# dct_transpose_buffer

**dct_transpose_buffer: wires at chosen ports, followed through buffers**

Bar = 200 um.
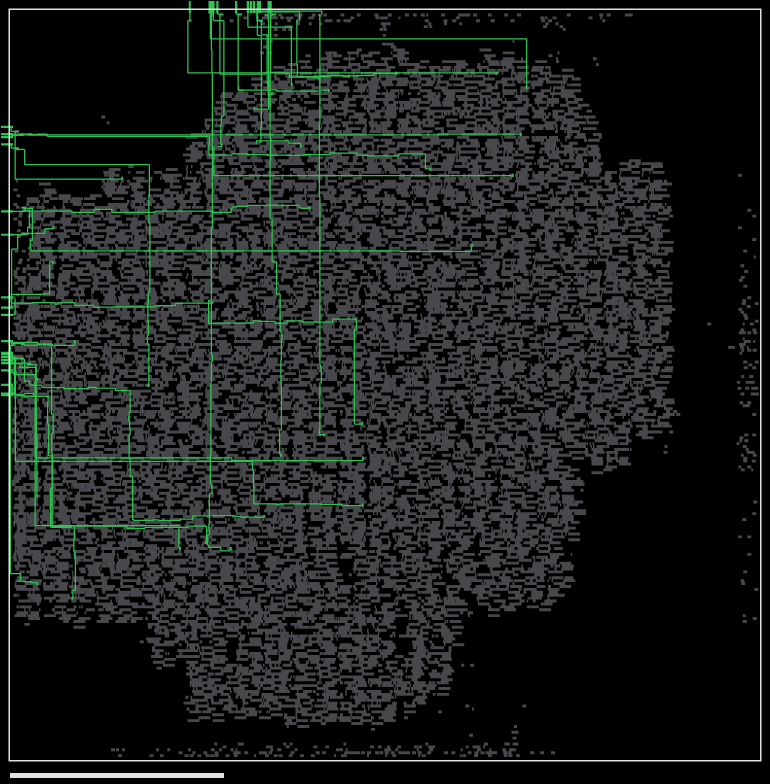

## src/rtl/dct_transpose_buffer.sv

```systemverilog
// ---------------------------------------------------------------------------
// dct_transpose_buffer
//
// Transpose memory that sits between the row pass and the column pass of an
// 8x8 2-D DCT. One 8-word row is written per transfer. The same 8x8 block is
// then read back one column per transfer. There are two ping-pong banks, so
// one block can fill while the other drains. Data words are opaque and are
// never modified.
//
// Ports:
//   clk        rising-edge clock
//   reset      synchronous, active-high reset
//   en         global enable; when low, all state is frozen and in_ready=0
//   in_valid   row words i0..i7 are valid (ik = column k of the row)
//   in_ready   buffer can accept a row this cycle
//   i0..i7     row words, DW bits each
//   out_valid  column words o0..o7 are valid (ok = row k of the column)
//   out_ready  downstream accepts the column this cycle
//   o0..o7     column words, DW bits each; zero while out_valid=0
//   col_idx    index of the column currently presented
//   col_last   high with out_valid on column 7
//
// Handshake: a transfer happens on a rising edge where valid and ready are
// both high (and, on the read side, en is high). valid never depends
// combinationally on ready. in_ready depends only on en and registers.
// out_valid depends only on registers. A row presented while in_ready=0 must
// be held by the sender.
// ---------------------------------------------------------------------------
module dct_transpose_buffer #(
  parameter int DW = 32
) (
  input  logic          clk,
  input  logic          reset,
  input  logic          en,
  input  logic          in_valid,
  output logic          in_ready,
  input  logic [DW-1:0] i0,
  input  logic [DW-1:0] i1,
  input  logic [DW-1:0] i2,
  input  logic [DW-1:0] i3,
  input  logic [DW-1:0] i4,
  input  logic [DW-1:0] i5,
  input  logic [DW-1:0] i6,
  input  logic [DW-1:0] i7,
  output logic          out_valid,
  input  logic          out_ready,
  output logic [DW-1:0] o0,
  output logic [DW-1:0] o1,
  output logic [DW-1:0] o2,
  output logic [DW-1:0] o3,
  output logic [DW-1:0] o4,
  output logic [DW-1:0] o5,
  output logic [DW-1:0] o6,
  output logic [DW-1:0] o7,
  output logic [2:0]    col_idx,
  output logic          col_last
);

  logic          wbank;
  logic          rbank;
  logic [2:0]    wrow;
  logic [2:0]    rcol;
  logic [1:0]    full;
  logic          wr_fire;
  logic          rd_fire;
  logic [DW-1:0] row_in   [0:7];
  logic [DW-1:0] col_word [0:7];

  // Block storage: bank, row, column. It is not reset. Stale words can never
  // reach the outputs, because a bank is only read while its full bit is set.
  logic [DW-1:0] mem [0:1][0:7][0:7];

  assign row_in[0] = i0;
  assign row_in[1] = i1;
  assign row_in[2] = i2;
  assign row_in[3] = i3;
  assign row_in[4] = i4;
  assign row_in[5] = i5;
  assign row_in[6] = i6;
  assign row_in[7] = i7;

  assign in_ready  = en & ~full[wbank];
  assign out_valid = full[rbank];
  assign wr_fire   = in_valid & in_ready;
  assign rd_fire   = out_valid & out_ready & en;
  assign col_idx   = rcol;
  assign col_last  = out_valid & (rcol == 3'd7);

  // A write needs full[wbank]=0 and a read needs full[rbank]=1. The two
  // updates below therefore always touch different bits of full.
  always_ff @(posedge clk) begin
    if (reset) begin
      wbank <= 1'b0;
      wrow  <= 3'd0;
      rbank <= 1'b0;
      rcol  <= 3'd0;
      full  <= 2'b00;
    end else begin
      if (wr_fire) begin
        if (wrow == 3'd7) begin
          full[wbank] <= 1'b1;
          wbank       <= ~wbank;
          wrow        <= 3'd0;
        end else begin
          wrow <= wrow + 3'd1;
        end
      end
      if (rd_fire) begin
        if (rcol == 3'd7) begin
          full[rbank] <= 1'b0;
          rbank       <= ~rbank;
          rcol        <= 3'd0;
        end else begin
          rcol <= rcol + 3'd1;
        end
      end
    end
  end

  always_ff @(posedge clk) begin
    if (wr_fire) begin
      for (int k = 0; k < 8; k++) begin
        mem[wbank][wrow][k] <= row_in[k];
      end
    end
  end

  // Column read: word k of the presented column is row k of the read bank.
  always_comb begin
    for (int k = 0; k < 8; k++) begin
      col_word[k] = '0;
      if (out_valid) begin
        col_word[k] = mem[rbank][k][rcol];
      end
    end
  end

  assign o0 = col_word[0];
  assign o1 = col_word[1];
  assign o2 = col_word[2];
  assign o3 = col_word[3];
  assign o4 = col_word[4];
  assign o5 = col_word[5];
  assign o6 = col_word[6];
  assign o7 = col_word[7];

endmodule

```

## config.mk

```make
export PLATFORM = sky130hd
export DESIGN_NAME = dct_transpose_buffer
export DESIGN_NICKNAME = d
export VERILOG_FILES = /design/src/rtl/dct_transpose_buffer.sv
export SDC_FILE = /design/constraint.sdc
export NUM_CORES = 2
export LEC_CHECK = 0
export CORE_MARGIN = 1
export CORE_UTILIZATION = 35
export CTS_BUF_LIST = sky130_fd_sc_hd__clkbuf_8
export CTS_CLUSTER_SIZE = 24
export DETAILED_ROUTE_END_ITERATION = 6
export SLEW_MARGIN = 25
export SYNTH_ARGS = -nofsm -noshare
export SYNTH_HDL_FRONTEND = slang
export SYNTH_SLANG_ARGS = --single-unit
```

## constraint.sdc

```tcl
create_clock -name clk -period 14.3 [get_ports clk]
set_input_delay 2.86 -clock clk [delete_from_list [all_inputs] [get_ports clk]]
set_output_delay 2.86 -clock clk [all_outputs]
set_load 0.02 [all_outputs]
```

# linked_list_sum_ctrl_flat

===== src/rtl/linked_list_sum_ctrl_if.sv =====
// Handshake and datapath-control bundle between the list-sum controller and its datapath.
`default_nettype none

interface linked_list_sum_ctrl_if #(
    parameter int CNT_WIDTH = 8
);
    logic                 start;
    logic                 next_zero;
    logic                 a_sel;
    logic                 next_sel;
    logic                 sum_sel;
    logic                 busy;
    logic                 done;
    logic [CNT_WIDTH-1:0] node_count;
    logic                 error;

    // Requester/datapath side
    modport master (
        output start, next_zero,
        input  a_sel, next_sel, sum_sel, busy, done, node_count, error
    );

    // Controller side
    modport slave (
        input  start, next_zero,
        output a_sel, next_sel, sum_sel, busy, done, node_count, error
    );
endinterface

`default_nettype wire


===== src/rtl/linked_list_sum_ctrl.sv =====
// Moore controller that walks a linked list and steers the sum datapath.
// Optional node-limit watchdog enabled by defining LL_CTRL_NODE_LIMIT_EN.
`default_nettype none

module linked_list_sum_ctrl #(
    parameter int CNT_WIDTH = 8,
    parameter int MAX_NODES = 255
) (
    input  logic                   Clk,
    input  logic                   reset,
    linked_list_sum_ctrl_if.slave  bus
);

    typedef enum logic [2:0] {
        ST_IDLE  = 3'd0,
        ST_CLEAR = 3'd1,
        ST_CHECK = 3'd2,
        ST_ACCUM = 3'd3,
`ifdef LL_CTRL_NODE_LIMIT_EN
        ST_DONE  = 3'd4,
        ST_ERROR = 3'd5
`else
        ST_DONE  = 3'd4
`endif
    } state_t;

    state_t               state_q, state_d;
    logic [CNT_WIDTH-1:0] node_count_q, node_count_d;
    logic [CNT_WIDTH-1:0] cnt_inc;

    // A non-positive limit would never trip; the check keeps the parameter referenced in every build.
    if (MAX_NODES < 1) begin : g_max_nodes_unreachable
    end

    assign cnt_inc = (node_count_q == {CNT_WIDTH{1'b1}}) ? node_count_q
                                                         : node_count_q + CNT_WIDTH'(1);

    always_ff @(posedge Clk) begin
        if (!reset) begin
            state_q      <= ST_IDLE;
            node_count_q <= '0;
        end else begin
            state_q      <= state_d;
            node_count_q <= node_count_d;
        end
    end

    always_comb begin
        state_d      = state_q;
        node_count_d = node_count_q;
        case (state_q)
            ST_IDLE: begin
                if (bus.start) state_d = ST_CLEAR;
            end
            ST_CLEAR: begin
                node_count_d = '0;
                state_d      = ST_CHECK;
            end
            ST_CHECK: begin
                state_d = bus.next_zero ? ST_DONE : ST_ACCUM;
            end
            ST_ACCUM: begin
                node_count_d = cnt_inc;
`ifdef LL_CTRL_NODE_LIMIT_EN
                if (32'(cnt_inc) == 32'(MAX_NODES)) state_d = ST_ERROR;
                else                                state_d = ST_CHECK;
`else
                state_d = ST_CHECK;
`endif
            end
            ST_DONE: begin
                state_d = ST_IDLE;
            end
`ifdef LL_CTRL_NODE_LIMIT_EN
            ST_ERROR: begin
                // Stay latched until the requester drops start.
                if (!bus.start) state_d = ST_IDLE;
            end
`endif
            default: begin
                state_d = ST_IDLE;
            end
        endcase
    end

    always_comb begin
        bus.a_sel    = 1'b0;
        bus.next_sel = 1'b0;
        bus.sum_sel  = 1'b0;
        bus.busy     = (state_q != ST_IDLE);
        bus.done     = (state_q == ST_DONE);
        case (state_q)
            ST_CHECK: begin
                bus.a_sel   = 1'b1;
                bus.sum_sel = 1'b1;
            end
            ST_ACCUM: begin
                bus.a_sel    = 1'b1;
                bus.next_sel = 1'b1;
                bus.sum_sel  = 1'b1;
            end
            default: begin
            end
        endcase
    end

    assign bus.node_count = node_count_q;

`ifdef LL_CTRL_NODE_LIMIT_EN
    assign bus.error = (state_q == ST_ERROR);
`else
    assign bus.error = 1'b0;
`endif

endmodule

`default_nettype wire


===== src/flat_wrapper.sv =====
// flat-port wrapper written by rule: the top's interface ports become plain ports
module linked_list_sum_ctrl_flat 
#(
    parameter int CNT_WIDTH = 8,
    parameter int MAX_NODES = 255
)
  (Clk, reset, bus_start, bus_next_zero, bus_a_sel, bus_next_sel, bus_sum_sel, bus_busy, bus_done, bus_node_count, bus_error);
  linked_list_sum_ctrl_if #(.CNT_WIDTH(CNT_WIDTH)) bus_i ();
  input  logic Clk;
  input  logic reset;
  input wire logic [$bits(bus_i.start)-1:0] bus_start;
  input wire logic [$bits(bus_i.next_zero)-1:0] bus_next_zero;
  output wire logic [$bits(bus_i.a_sel)-1:0] bus_a_sel;
  output wire logic [$bits(bus_i.next_sel)-1:0] bus_next_sel;
  output wire logic [$bits(bus_i.sum_sel)-1:0] bus_sum_sel;
  output wire logic [$bits(bus_i.busy)-1:0] bus_busy;
  output wire logic [$bits(bus_i.done)-1:0] bus_done;
  output wire logic [$bits(bus_i.node_count)-1:0] bus_node_count;
  output wire logic [$bits(bus_i.error)-1:0] bus_error;
  assign bus_i.start = bus_start;
  assign bus_i.next_zero = bus_next_zero;
  assign bus_a_sel = bus_i.a_sel;
  assign bus_next_sel = bus_i.next_sel;
  assign bus_sum_sel = bus_i.sum_sel;
  assign bus_busy = bus_i.busy;
  assign bus_done = bus_i.done;
  assign bus_node_count = bus_i.node_count;
  assign bus_error = bus_i.error;
  linked_list_sum_ctrl #(.CNT_WIDTH(CNT_WIDTH), .MAX_NODES(MAX_NODES)) u_core (.Clk(Clk), .reset(reset), .bus(bus_i));
endmodule

===== config.mk =====
export PLATFORM = sky130hd
export DESIGN_NAME = linked_list_sum_ctrl_flat
export DESIGN_NICKNAME = d
export VERILOG_FILES = /design/src/rtl/linked_list_sum_ctrl_if.sv /design/src/rtl/linked_list_sum_ctrl.sv /design/src/flat_wrapper.sv
export SDC_FILE = /design/constraint.sdc
export NUM_CORES = 1
export LEC_CHECK = 0
export CORE_AREA = 10 10 49 51
export DETAILED_ROUTE_END_ITERATION = 7
export DIE_AREA = 0 0 59 61
export PLACE_DENSITY = 0.71
export SLEW_MARGIN = 5
export SYNTH_ARGS = -nofsm -noshare
export SYNTH_HDL_FRONTEND = slang
export SYNTH_SLANG_ARGS = --single-unit

===== constraint.sdc =====
create_clock -name Clk -period 2.01 [get_ports Clk]
set_clock_uncertainty 0.1 [all_clocks]
set_input_delay 0.402 -clock Clk [delete_from_list [all_inputs] [get_ports Clk]]
set_output_delay 0.402 -clock Clk [all_outputs]
set_load 0.02 [all_outputs]

# clock_rate_meter_flat

===== src/rtl/clock_rate_meter_if.sv =====
// Measurement bundle: the slow clock under test plus the meter's period/rate/lock reports.
// master = meter side (consumes clk_in, drives reports); slave = the block that feeds and reads it.
interface clock_rate_meter_if #(
    parameter int CNT_W = 28
);
    logic             clk_in;
    logic [CNT_W-1:0] period;
    logic             period_valid;
    logic [2:0]       rate_code;
    logic             locked;
    logic             no_clk;

    modport master (
        input  clk_in,
        output period, period_valid, rate_code, locked, no_clk
    );

    modport slave (
        output clk_in,
        input  period, period_valid, rate_code, locked, no_clk
    );
endinterface


===== src/rtl/clock_rate_meter.sv =====
// Measures a slow square wave in CLOCK_50 cycles, classifies it (2/1/0.5/0.25 Hz) and flags lock / loss of clock.
// Reports are registered on the edge ending the rise cycle; no backpressure. CLOCK_RATE_METER_GLITCH_FILTER_EN adds a FILT_LEN input filter.
module clock_rate_meter #(
    parameter int CLK_FREQ = 50_000_000,
    parameter int TOL      = 1000,
    parameter int TIMEOUT  = 250_000_000,
    parameter int CNT_W    = 28
`ifdef CLOCK_RATE_METER_GLITCH_FILTER_EN
    ,
    parameter int FILT_LEN = 16
`endif
) (
    input logic                CLOCK_50,
    input logic                reset,
    clock_rate_meter_if.master mtr
);

    typedef enum logic [1:0] {S_WAIT, S_MEAS, S_LOCK} state_t;

    localparam logic [CNT_W-1:0] CNT_MAX = CNT_W'(TIMEOUT - 1);
    localparam logic [CNT_W:0]   P2      = (CNT_W+1)'(CLK_FREQ / 2);
    localparam logic [CNT_W:0]   P1      = (CNT_W+1)'(CLK_FREQ);
    localparam logic [CNT_W:0]   P05     = (CNT_W+1)'(2 * CLK_FREQ);
    localparam logic [CNT_W:0]   P025    = (CNT_W+1)'(4 * CLK_FREQ);
    localparam logic [CNT_W:0]   TOL_W   = (CNT_W+1)'(TOL);

    logic             sync1, sync2, sync3;
    logic             lvl;
    logic             rise;
    logic [CNT_W-1:0] cnt;
    logic [CNT_W:0]   meas;
    logic [2:0]       new_code;
    logic             timeout;

    state_t           state_q, state_d;
    logic [CNT_W-1:0] period_q, period_d;
    logic             vld_q, vld_d;
    logic [2:0]       code_q, code_d;
    logic             locked_q, locked_d;
    logic             no_clk_q, no_clk_d;

    // sync3 holds the previous level seen by the edge detector
    always_ff @(posedge CLOCK_50 or negedge reset) begin
        if (!reset) begin
            sync1 <= 1'b0;
            sync2 <= 1'b0;
            sync3 <= 1'b0;
        end else begin
            sync1 <= mtr.clk_in;
            sync2 <= sync1;
            sync3 <= lvl;
        end
    end

`ifdef CLOCK_RATE_METER_GLITCH_FILTER_EN
    localparam int FW = $clog2(FILT_LEN + 1);

    logic          filt_lvl;
    logic [FW-1:0] filt_cnt;

    // filtered level follows sync2 only after FILT_LEN consecutive differing cycles
    always_ff @(posedge CLOCK_50 or negedge reset) begin
        if (!reset) begin
            filt_lvl <= 1'b0;
            filt_cnt <= '0;
        end else if (sync2 == filt_lvl) begin
            filt_cnt <= '0;
        end else if (filt_cnt == FW'(FILT_LEN - 1)) begin
            filt_lvl <= sync2;
            filt_cnt <= '0;
        end else begin
            filt_cnt <= filt_cnt + FW'(1);
        end
    end

    assign lvl = filt_lvl;
`else
    assign lvl = sync2;
`endif

    assign rise = lvl & ~sync3;

    always_ff @(posedge CLOCK_50 or negedge reset) begin
        if (!reset)
            cnt <= '0;
        else if (rise)
            cnt <= '0;
        else if (cnt != CNT_MAX)
            cnt <= cnt + CNT_W'(1);
    end

    // one extra bit so the distance to each nominal never underflows
    assign meas = {1'b0, cnt} + (CNT_W+1)'(1);

    function automatic logic near(input logic [CNT_W:0] m, input logic [CNT_W:0] nom);
        logic [CNT_W:0] diff;
        diff = (m >= nom) ? (m - nom) : (nom - m);
        return diff <= TOL_W;
    endfunction

    always_comb begin
        if (near(meas, P2))
            new_code = 3'd1;
        else if (near(meas, P1))
            new_code = 3'd2;
        else if (near(meas, P05))
            new_code = 3'd3;
        else if (near(meas, P025))
            new_code = 3'd4;
        else
            new_code = 3'd7;
    end

    assign timeout = (state_q != S_WAIT) && (cnt == CNT_MAX) && !rise;

    always_ff @(posedge CLOCK_50 or negedge reset) begin
        if (!reset) begin
            state_q  <= S_WAIT;
            period_q <= '0;
            vld_q    <= 1'b0;
            code_q   <= 3'd0;
            locked_q <= 1'b0;
            no_clk_q <= 1'b0;
        end else begin
            state_q  <= state_d;
            period_q <= period_d;
            vld_q    <= vld_d;
            code_q   <= code_d;
            locked_q <= locked_d;
            no_clk_q <= no_clk_d;
        end
    end

    always_comb begin
        state_d = state_q;
        case (state_q)
            S_WAIT: begin
                if (rise)
                    state_d = S_MEAS;
            end
            S_MEAS: begin
                if (rise) begin
                    if (new_code != 3'd7 && new_code == code_q)
                        state_d = S_LOCK;
                end else if (timeout) begin
                    state_d = S_WAIT;
                end
            end
            S_LOCK: begin
                if (rise) begin
                    if (new_code != code_q)
                        state_d = S_MEAS;
                end else if (timeout) begin
                    state_d = S_WAIT;
                end
            end
            default: state_d = S_WAIT;
        endcase
    end

    always_comb begin
        period_d = period_q;
        vld_d    = 1'b0;
        code_d   = code_q;
        locked_d = locked_q;
        no_clk_d = no_clk_q;
        case (state_q)
            S_WAIT: begin
                locked_d = 1'b0;
                if (rise)
                    no_clk_d = 1'b0;
            end
            default: begin
                if (rise) begin
                    vld_d    = 1'b1;
                    period_d = meas[CNT_W-1:0];
                    code_d   = new_code;
                    locked_d = (state_d == S_LOCK);
                end else if (timeout) begin
                    no_clk_d = 1'b1;
                    code_d   = 3'd0;
                    locked_d = 1'b0;
                end
            end
        endcase
    end

    assign mtr.period       = period_q;
    assign mtr.period_valid = vld_q;
    assign mtr.rate_code    = code_q;
    assign mtr.locked       = locked_q;
    assign mtr.no_clk       = no_clk_q;

endmodule


===== src/flat_wrapper.sv =====
// flat-port wrapper written by rule: the top's interface ports become plain ports
module clock_rate_meter_flat 
#(
    parameter int CLK_FREQ = 50_000_000,
    parameter int TOL      = 1000,
    parameter int TIMEOUT  = 250_000_000,
    parameter int CNT_W    = 28

)
  (CLOCK_50, reset, mtr_clk_in, mtr_period, mtr_period_valid, mtr_rate_code, mtr_locked, mtr_no_clk);
  clock_rate_meter_if #(.CNT_W(CNT_W)) mtr_i ();
  input logic CLOCK_50;
  input logic reset;
  input wire logic [$bits(mtr_i.clk_in)-1:0] mtr_clk_in;
  output wire logic [$bits(mtr_i.period)-1:0] mtr_period;
  output wire logic [$bits(mtr_i.period_valid)-1:0] mtr_period_valid;
  output wire logic [$bits(mtr_i.rate_code)-1:0] mtr_rate_code;
  output wire logic [$bits(mtr_i.locked)-1:0] mtr_locked;
  output wire logic [$bits(mtr_i.no_clk)-1:0] mtr_no_clk;
  assign mtr_i.clk_in = mtr_clk_in;
  assign mtr_period = mtr_i.period;
  assign mtr_period_valid = mtr_i.period_valid;
  assign mtr_rate_code = mtr_i.rate_code;
  assign mtr_locked = mtr_i.locked;
  assign mtr_no_clk = mtr_i.no_clk;
  clock_rate_meter #(.CLK_FREQ(CLK_FREQ), .TOL(TOL), .TIMEOUT(TIMEOUT), .CNT_W(CNT_W)) u_core (.CLOCK_50(CLOCK_50), .reset(reset), .mtr(mtr_i));
endmodule

===== config.mk =====
export PLATFORM = sky130hd
export DESIGN_NAME = clock_rate_meter_flat
export DESIGN_NICKNAME = d
export VERILOG_FILES = /design/src/rtl/clock_rate_meter_if.sv /design/src/rtl/clock_rate_meter.sv /design/src/flat_wrapper.sv
export SDC_FILE = /design/constraint.sdc
export NUM_CORES = 1
export LEC_CHECK = 0
export ABC_AREA = 1
export CAP_MARGIN = 25
export CELL_PAD_IN_SITES_DETAIL_PLACEMENT = 1
export CELL_PAD_IN_SITES_GLOBAL_PLACEMENT = 2
export CORE_ASPECT_RATIO = 1.25
export CORE_MARGIN = 2
export CORE_UTILIZATION = 29
export CTS_BUF_LIST = sky130_fd_sc_hd__clkbuf_16
export DETAILED_ROUTE_END_ITERATION = 10
export PLACE_DENSITY_LB_ADDON = 0.1
export RECOVER_POWER = 50
export SETUP_SLACK_MARGIN = 0.05
export SYNTH_ARGS = -nofsm -noshare
export SYNTH_HDL_FRONTEND = slang
export SYNTH_SLANG_ARGS = --single-unit

===== constraint.sdc =====
create_clock -name CLOCK_50 -period 4.4 [get_ports CLOCK_50]
set_clock_uncertainty 0.2 [all_clocks]
set_input_delay 0.66 -clock CLOCK_50 [delete_from_list [all_inputs] [get_ports CLOCK_50]]
set_output_delay 0.66 -clock CLOCK_50 [all_outputs]
set_load 0.005 [all_outputs]

**clock_rate_meter_flat: where the registers sit**

Bar = 50 um. Other sequential cells in the stronger gray, the rest of the logic in the fainter gray.
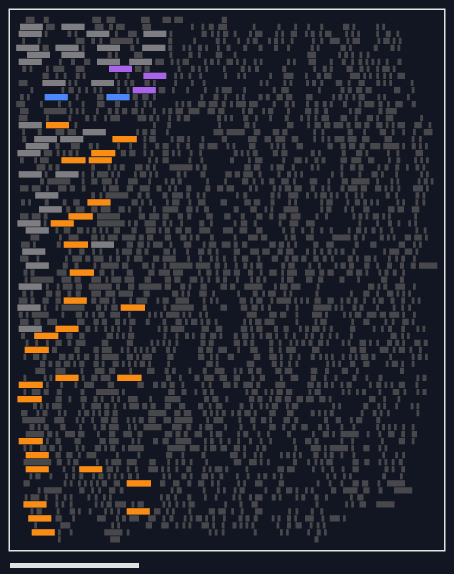
[blue] u_core.state_q | placed flops: 2
[orange] u_core.cnt | placed flops: 28
[purple] u_core.mtr.rate_code | placed flops: 3
not colored: 34

**clock_rate_meter_flat: clock routing**

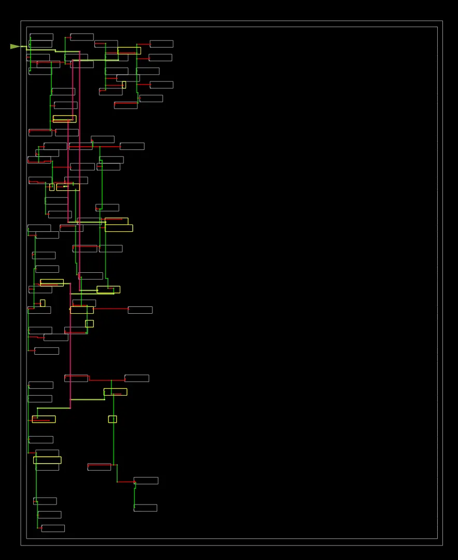
clock buffers: 9
Num CTS Buffers: 9
Late-Pin Clk Latency: 350 ps

==> results.py, clock_rate_meter_flat <==
# Auto-generated metrics
metrics = {
    "clock_network": {
        "clockBufferDepth": 2,
        "cts_root_buf": "clkbuf_16",
    },
    "grt": {
        "antenna_found_initial": 1,
        "met1_usage": 0.3624,
        "grt_pass1_vias": 13260,
        "use_met3": 0.02462,
    },
    "power": {
        "peakVddDrop_v": 0.0003458,
        "powerComb_uw": 617,
        "p_comb_frac": 0.292,
        "p_sw_uw": 718.6,
        "power_density_mw_per_mm2": 151.9,
    },
    "timing": {
        "slew_viol_final": 32,
        "rsz0062_at_grt": "false",
        "tightest_slew_ps": 1659,
        "period_used_share": 0.9453,
    },
    "critical_path": {
        "crit_path_max_incr_delay_ps": 420,
        "rr_startpoint": "u_core.cnt[1]",
        "required_ps": 4440,
        "critPathLaunch": "u_core.cnt[1]",
    },
    "logic_synthesis": {
        "async_flop_share": 1.000,
        "ys_area_mm2": 0.009764,
        "synthTopLogicFamily": "simple AND/OR/NAND/NOR gates",
    },
    "run_status": {
        "violations": "capacitance limit, slew limit",
        "status": "finished with violations",
    },
    "floorplan": {
        "fp.dieW_um": 168.1,
    },
    "placed_design": {
        "gp_congestion": 0.9305,
    },
    "finish": {
        "sh_comb_area": 0.5742,
        "instances_no_fill": 2482,
        "clock_area_frac": 0.02278,
    },
    "job": {
        "max-cap-violations": 1,
    },
    "min_path": {
        "hold_path_class": "flop to flop",
    },
}
clock_rate_meter_flat: critical path, delay by kind of cell (launching register included):
kind                       cells  cell delay (ps)
and+or+nand+nor               24             2520
buffers and inverters          5              700
DFF                            1              420
adders and majority gates      1              190
clock_rate_meter_flat: Yosys cell counts, drive strengths merged, types with 2 or more instances:
cell type | instances | area (um^2)
o22ai | 3 | 18.77
ha | 18 | 225.2
nor3 | 14 | 81.33
buf | 35 | 249.0
nand3b | 5 | 37.54
inv | 167 | 629.4
o211ai | 6 | 45.04
clkinv | 3 | 12.51
nand4 | 36 | 225.2
a22oi | 2 | 15.01
nand2 | 759 | 3040
and3 | 3 | 23.77
nand3 | 160 | 865.8
o21bai | 3 | 26.27
nor2 | 265 | 1244
o21ai | 89 | 449.2
a21oi | 41 | 212.7
clkbuf | 18 | 67.56
o31ai | 2 | 15.01
xor2 | 62 | 543.0
dfrtp | 67 | 1677
nor4 | 4 | 25.02
clock_rate_meter_flat: kinds of logic (layout without fill, tap and decap cells):
kind of cell / after synthesis / after routing
xor gates and xnor gates: 63 / 63
and+or+nand+nor: 1247 / 1250
adders and majority gates: 18 / 18
buffers and inverters: 223 / 512
AOI/OAI and AO/OA: 149 / 149
DFF: 67 / 67
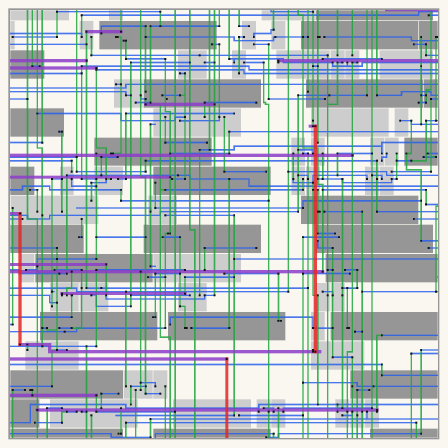
**Above:** dct_transpose_buffer (close-up of the layout).
Window x 155 to 195, y 505 to 545 um. Cells in gray, sequential cells in the stronger gray; small squares are vias.
[red] metal 4
[blue] metal 1
[green] metal 2
[purple] metal 3
sequential cells in the window: 17
netlist names of flops here include: mem (17)
most frequent: nand2_1 (22), edfxtp_1 (17)
cells with their middle in the window: 61

About 'wires at chosen ports, followed through buffers' of dct_transpose_buffer:
[green] o3 | direction: output | end cells: 32 | buffers: 32 | wire: 9460 um

==> results.py, dct_transpose_buffer <==
# Auto-generated metrics
metrics = {
    "run_status": {
        "status": "finished clean",
    },
    "routing": {
        "vias": 99730,
        "met3_length_mm": 64.94,
        "routed_wl_mm": 587.6,
    },
    "power": {
        "pg_clk_uw": 9270,
        "p_sw_uw": 5474,
        "pwr-share-clk": 0.394,
        "p_sw_frac": 0.2328,
        "power-top-group": "registers",
        "p_int_uw": 18040,
    },
    "timing": {
        "tightest_slew_ps": 1185,
        "holdWs_ps": 548.4,
        "post-route-min-period_ps": 9094,
        "finalHoldViolCount": 0,
        "slew_viol_final": 0,
        "fmax_ghz": 0.1100,
        "finalSetupViolCount": 0,
    },
    "finish": {
        "diodes": 81,
        "instances_no_fill": 18070,
        "seq_area_frac": 0.6357,
        "seq_cell_count": 4107,
        "seqCellArea_mm2": 0.1232,
        "fill_cells": 43920,
    },
    "floorplan": {
        "core-area_mm2": 0.4834,
        "rows": 255,
        "fp.dieW_um": 699.6,
        "top_level_ports": 523,
    },
    "critical_path": {
        "crit_fanout": 47,
        "startpoint_type": "flop",
        "end_kind": "output pin",
        "rr_startpoint": "wbank",
        "r2r_end": "mem[0][316]",
    },
    "grt": {
        "antenna_found_initial": 168,
        "grt_pass1_wl_mm": 796.1,
        "use_met3": 0.06344,
    },
    "placed_design": {
        "io_buffers": 522,
    },
    "clock_network": {
        "postCtsHoldBufs": 0,
        "cts_resized": 0,
    },
    "logic_synthesis": {
        "most_common_cell": "edfxtp_1",
        "area_leaders": "edfxtp_1 (72%), mux4_2 (14%), nand2_1 (7.9%), a22oi_1 (2.2%), buf_2 (1.3%)",
        "ys_ff": 4107,
        "async_flop_share": 0,
        "ys_area_mm2": 0.1703,
        "syn_nets": 10730,
    },
    "min_path": {
        "hold_path_class": "flop to flop",
    },
}
dct_transpose_buffer: cell usage in the layout, fill, tap and decap left out, drive strengths merged, types with 3 or more instances in the layout:
cell type and count:
a21o 224, nand2 3618, nor2 25, mux2i 11, a22oi 510, clkinv 187
and2 6, nand4 4, a21oi 3, mux4 1021, nor2b 33, or4 3
clkinvlp 19, nand3b 3, ha 4, edfxtp 4096, bufinv 5, diode 81
inv 283, buf 313, clkbuf 676, nor4 8, dfxtp 11, nand2b 3
and3 3, clkdlybuf4s50 471
dct_transpose_buffer: cell families (layout without fill, tap and decap cells):
family	count (synthesis)	count (layout)	share of synthesized area
mux	1034	1034	0.1358
buf+inv	863	1954	0.02316
fa+ha+maj	4	4	0.0002939
xor+xnor	2	2	0.0001029
flops	4107	4107	0.7235
other cells	0	81	0
simple gates	3712	3712	0.08427
compound gates	746	746	0.03283
dct_transpose_buffer: through the flow:
step                 TNS, ps  cell area (um^2)    util  total power [uW]
CTS                        0            193600  0.4006             23630
global route               0            193700  0.4007             24160
finish                     0            193800  0.4010             23510
global placement           0            182000  0.3766             14470
detailed placement         0            181900  0.3763             14490
floorplan           -3215870            170300       -             14020
**linked_list_sum_ctrl_flat: clock routing**

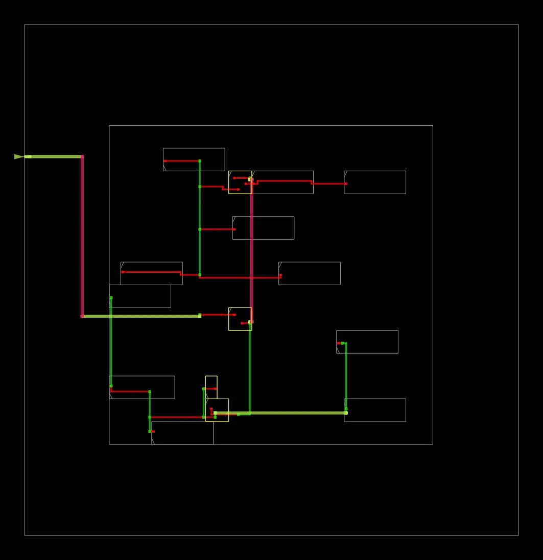
Late-Pin Clk Latency: 280 ps
CTS sink count: 11
Num CTS Buffers: 3
registers: 11
Power Clock: 159 uW

==> results.py, linked_list_sum_ctrl_flat <==
# Auto-generated metrics
metrics = {
    "min_path": {
        "holdCritStartpoint": "u_core.state_q[2]",
        "holdPathStages": 1,
    },
    "power": {
        "leakagePower_uw": 0.0003219,
        "power_density_mw_per_mm2": 549.3,
        "powerComb_uw": 64.6,
        "p_seq_frac": 0.504,
    },
    "finish": {
        "diodes": 0,
        "seqCellArea_um2": 221.5,
        "fill_cells": 146,
    },
    "critical_path": {
        "arrival_ps": 1440,
        "startpoint_type": "flop",
        "slowest_stage": "dfxtp_1",
        "end_kind": "output pin",
        "cp_num_buf_inv": 1,
        "reg2regPathDepth": 5,
    },
    "floorplan": {
        "rows": 14,
        "core-area_mm2": 0.001471,
        "top_level_ports": 18,
        "die_area_mm2": 0.003599,
    },
    "job": {
        "warnings": 26,
    },
    "routing": {
        "initialDrtViolationCount": 9,
        "vias_per_cell": 5.537,
    },
    "timing": {
        "finalSetupViolCount": 0,
        "rsz0062_at_grt": "false",
        "finalSetupTns_ps": 0,
    },
    "run_status": {
        "status": "finished clean",
    },
    "placed_design": {
        "io_buffers": 16,
        "hpwl_mm": 1.227,
    },
}
## linked_list_sum_ctrl_flat: final cells by class
cell class                 count  area share
multi-input combinational     57      0.4597
sequential                    11      0.2694
timing repair buffer          18      0.2055
clock buffer                   4     0.03196
tap                           16     0.02435
inverter                       2    0.009132
## linked_list_sum_ctrl_flat: sequential cells by signal, summed over array words and instances (netlist names)
register               cells
u_core.bus.node_count      8
u_core.state_q             3
## linked_list_sum_ctrl_flat: how the worst max path moves through the flow
stage / to / cells after the start
final: bus_next_sel / 3
after floorplan: bus_sum_sel / 3
after detailed placement: bus_next_sel / 3
after CTS: bus_next_sel / 3
after global placement: bus_next_sel / 3
after global routing: bus_next_sel / 3
## linked_list_sum_ctrl_flat: layer usage
layer  global-route usage  up-vias  share of wire
li1                     -      303              -
met1               0.1082      268           0.42
met2               0.1441       23           0.46
met3              0.04175        4           0.10
met4              0.06885        0          0.023
met5                    0        -              0
## linked_list_sum_ctrl_flat: synth_stat cells (all sizes together) (2+ instances only)
library cell / count
o22ai: 2
o21ai: 3
nand4: 2
buf: 4
nor2: 4
mux2i: 2
nand2b: 3
dfxtp: 11
nand3: 4
inv: 2
nand2: 10
nor3b: 3
a21oi: 6
and3: 2


==> gallery <==
Signal wires by layer.
Two of the layers only.
(a)
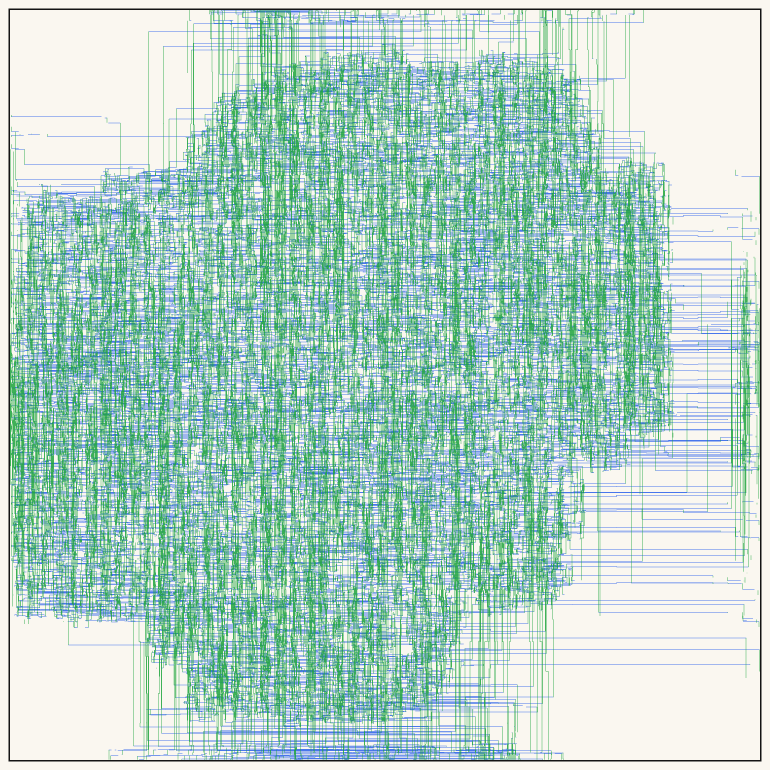
(b)
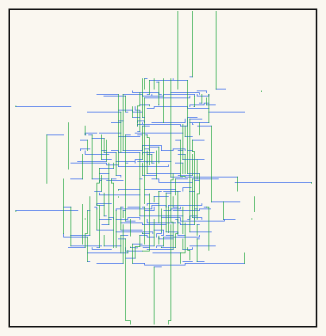
(c)
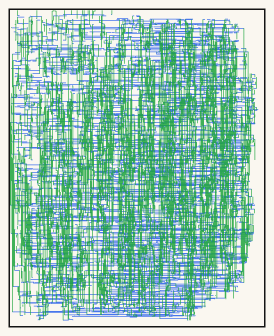
The one with the most wire is (a).
The one with the least wire is (b).
| picture | from |
|---|---|
| (a) | dct_transpose_buffer |
| (b) | linked_list_sum_ctrl_flat |
| (c) | clock_rate_meter_flat |

Key to (a):
[blue] metal 1 | wire length: 224 mm
[green] metal 2 | wire length: 277 mm

Power figures rest on the tool's default switching activity, not on a simulated workload.
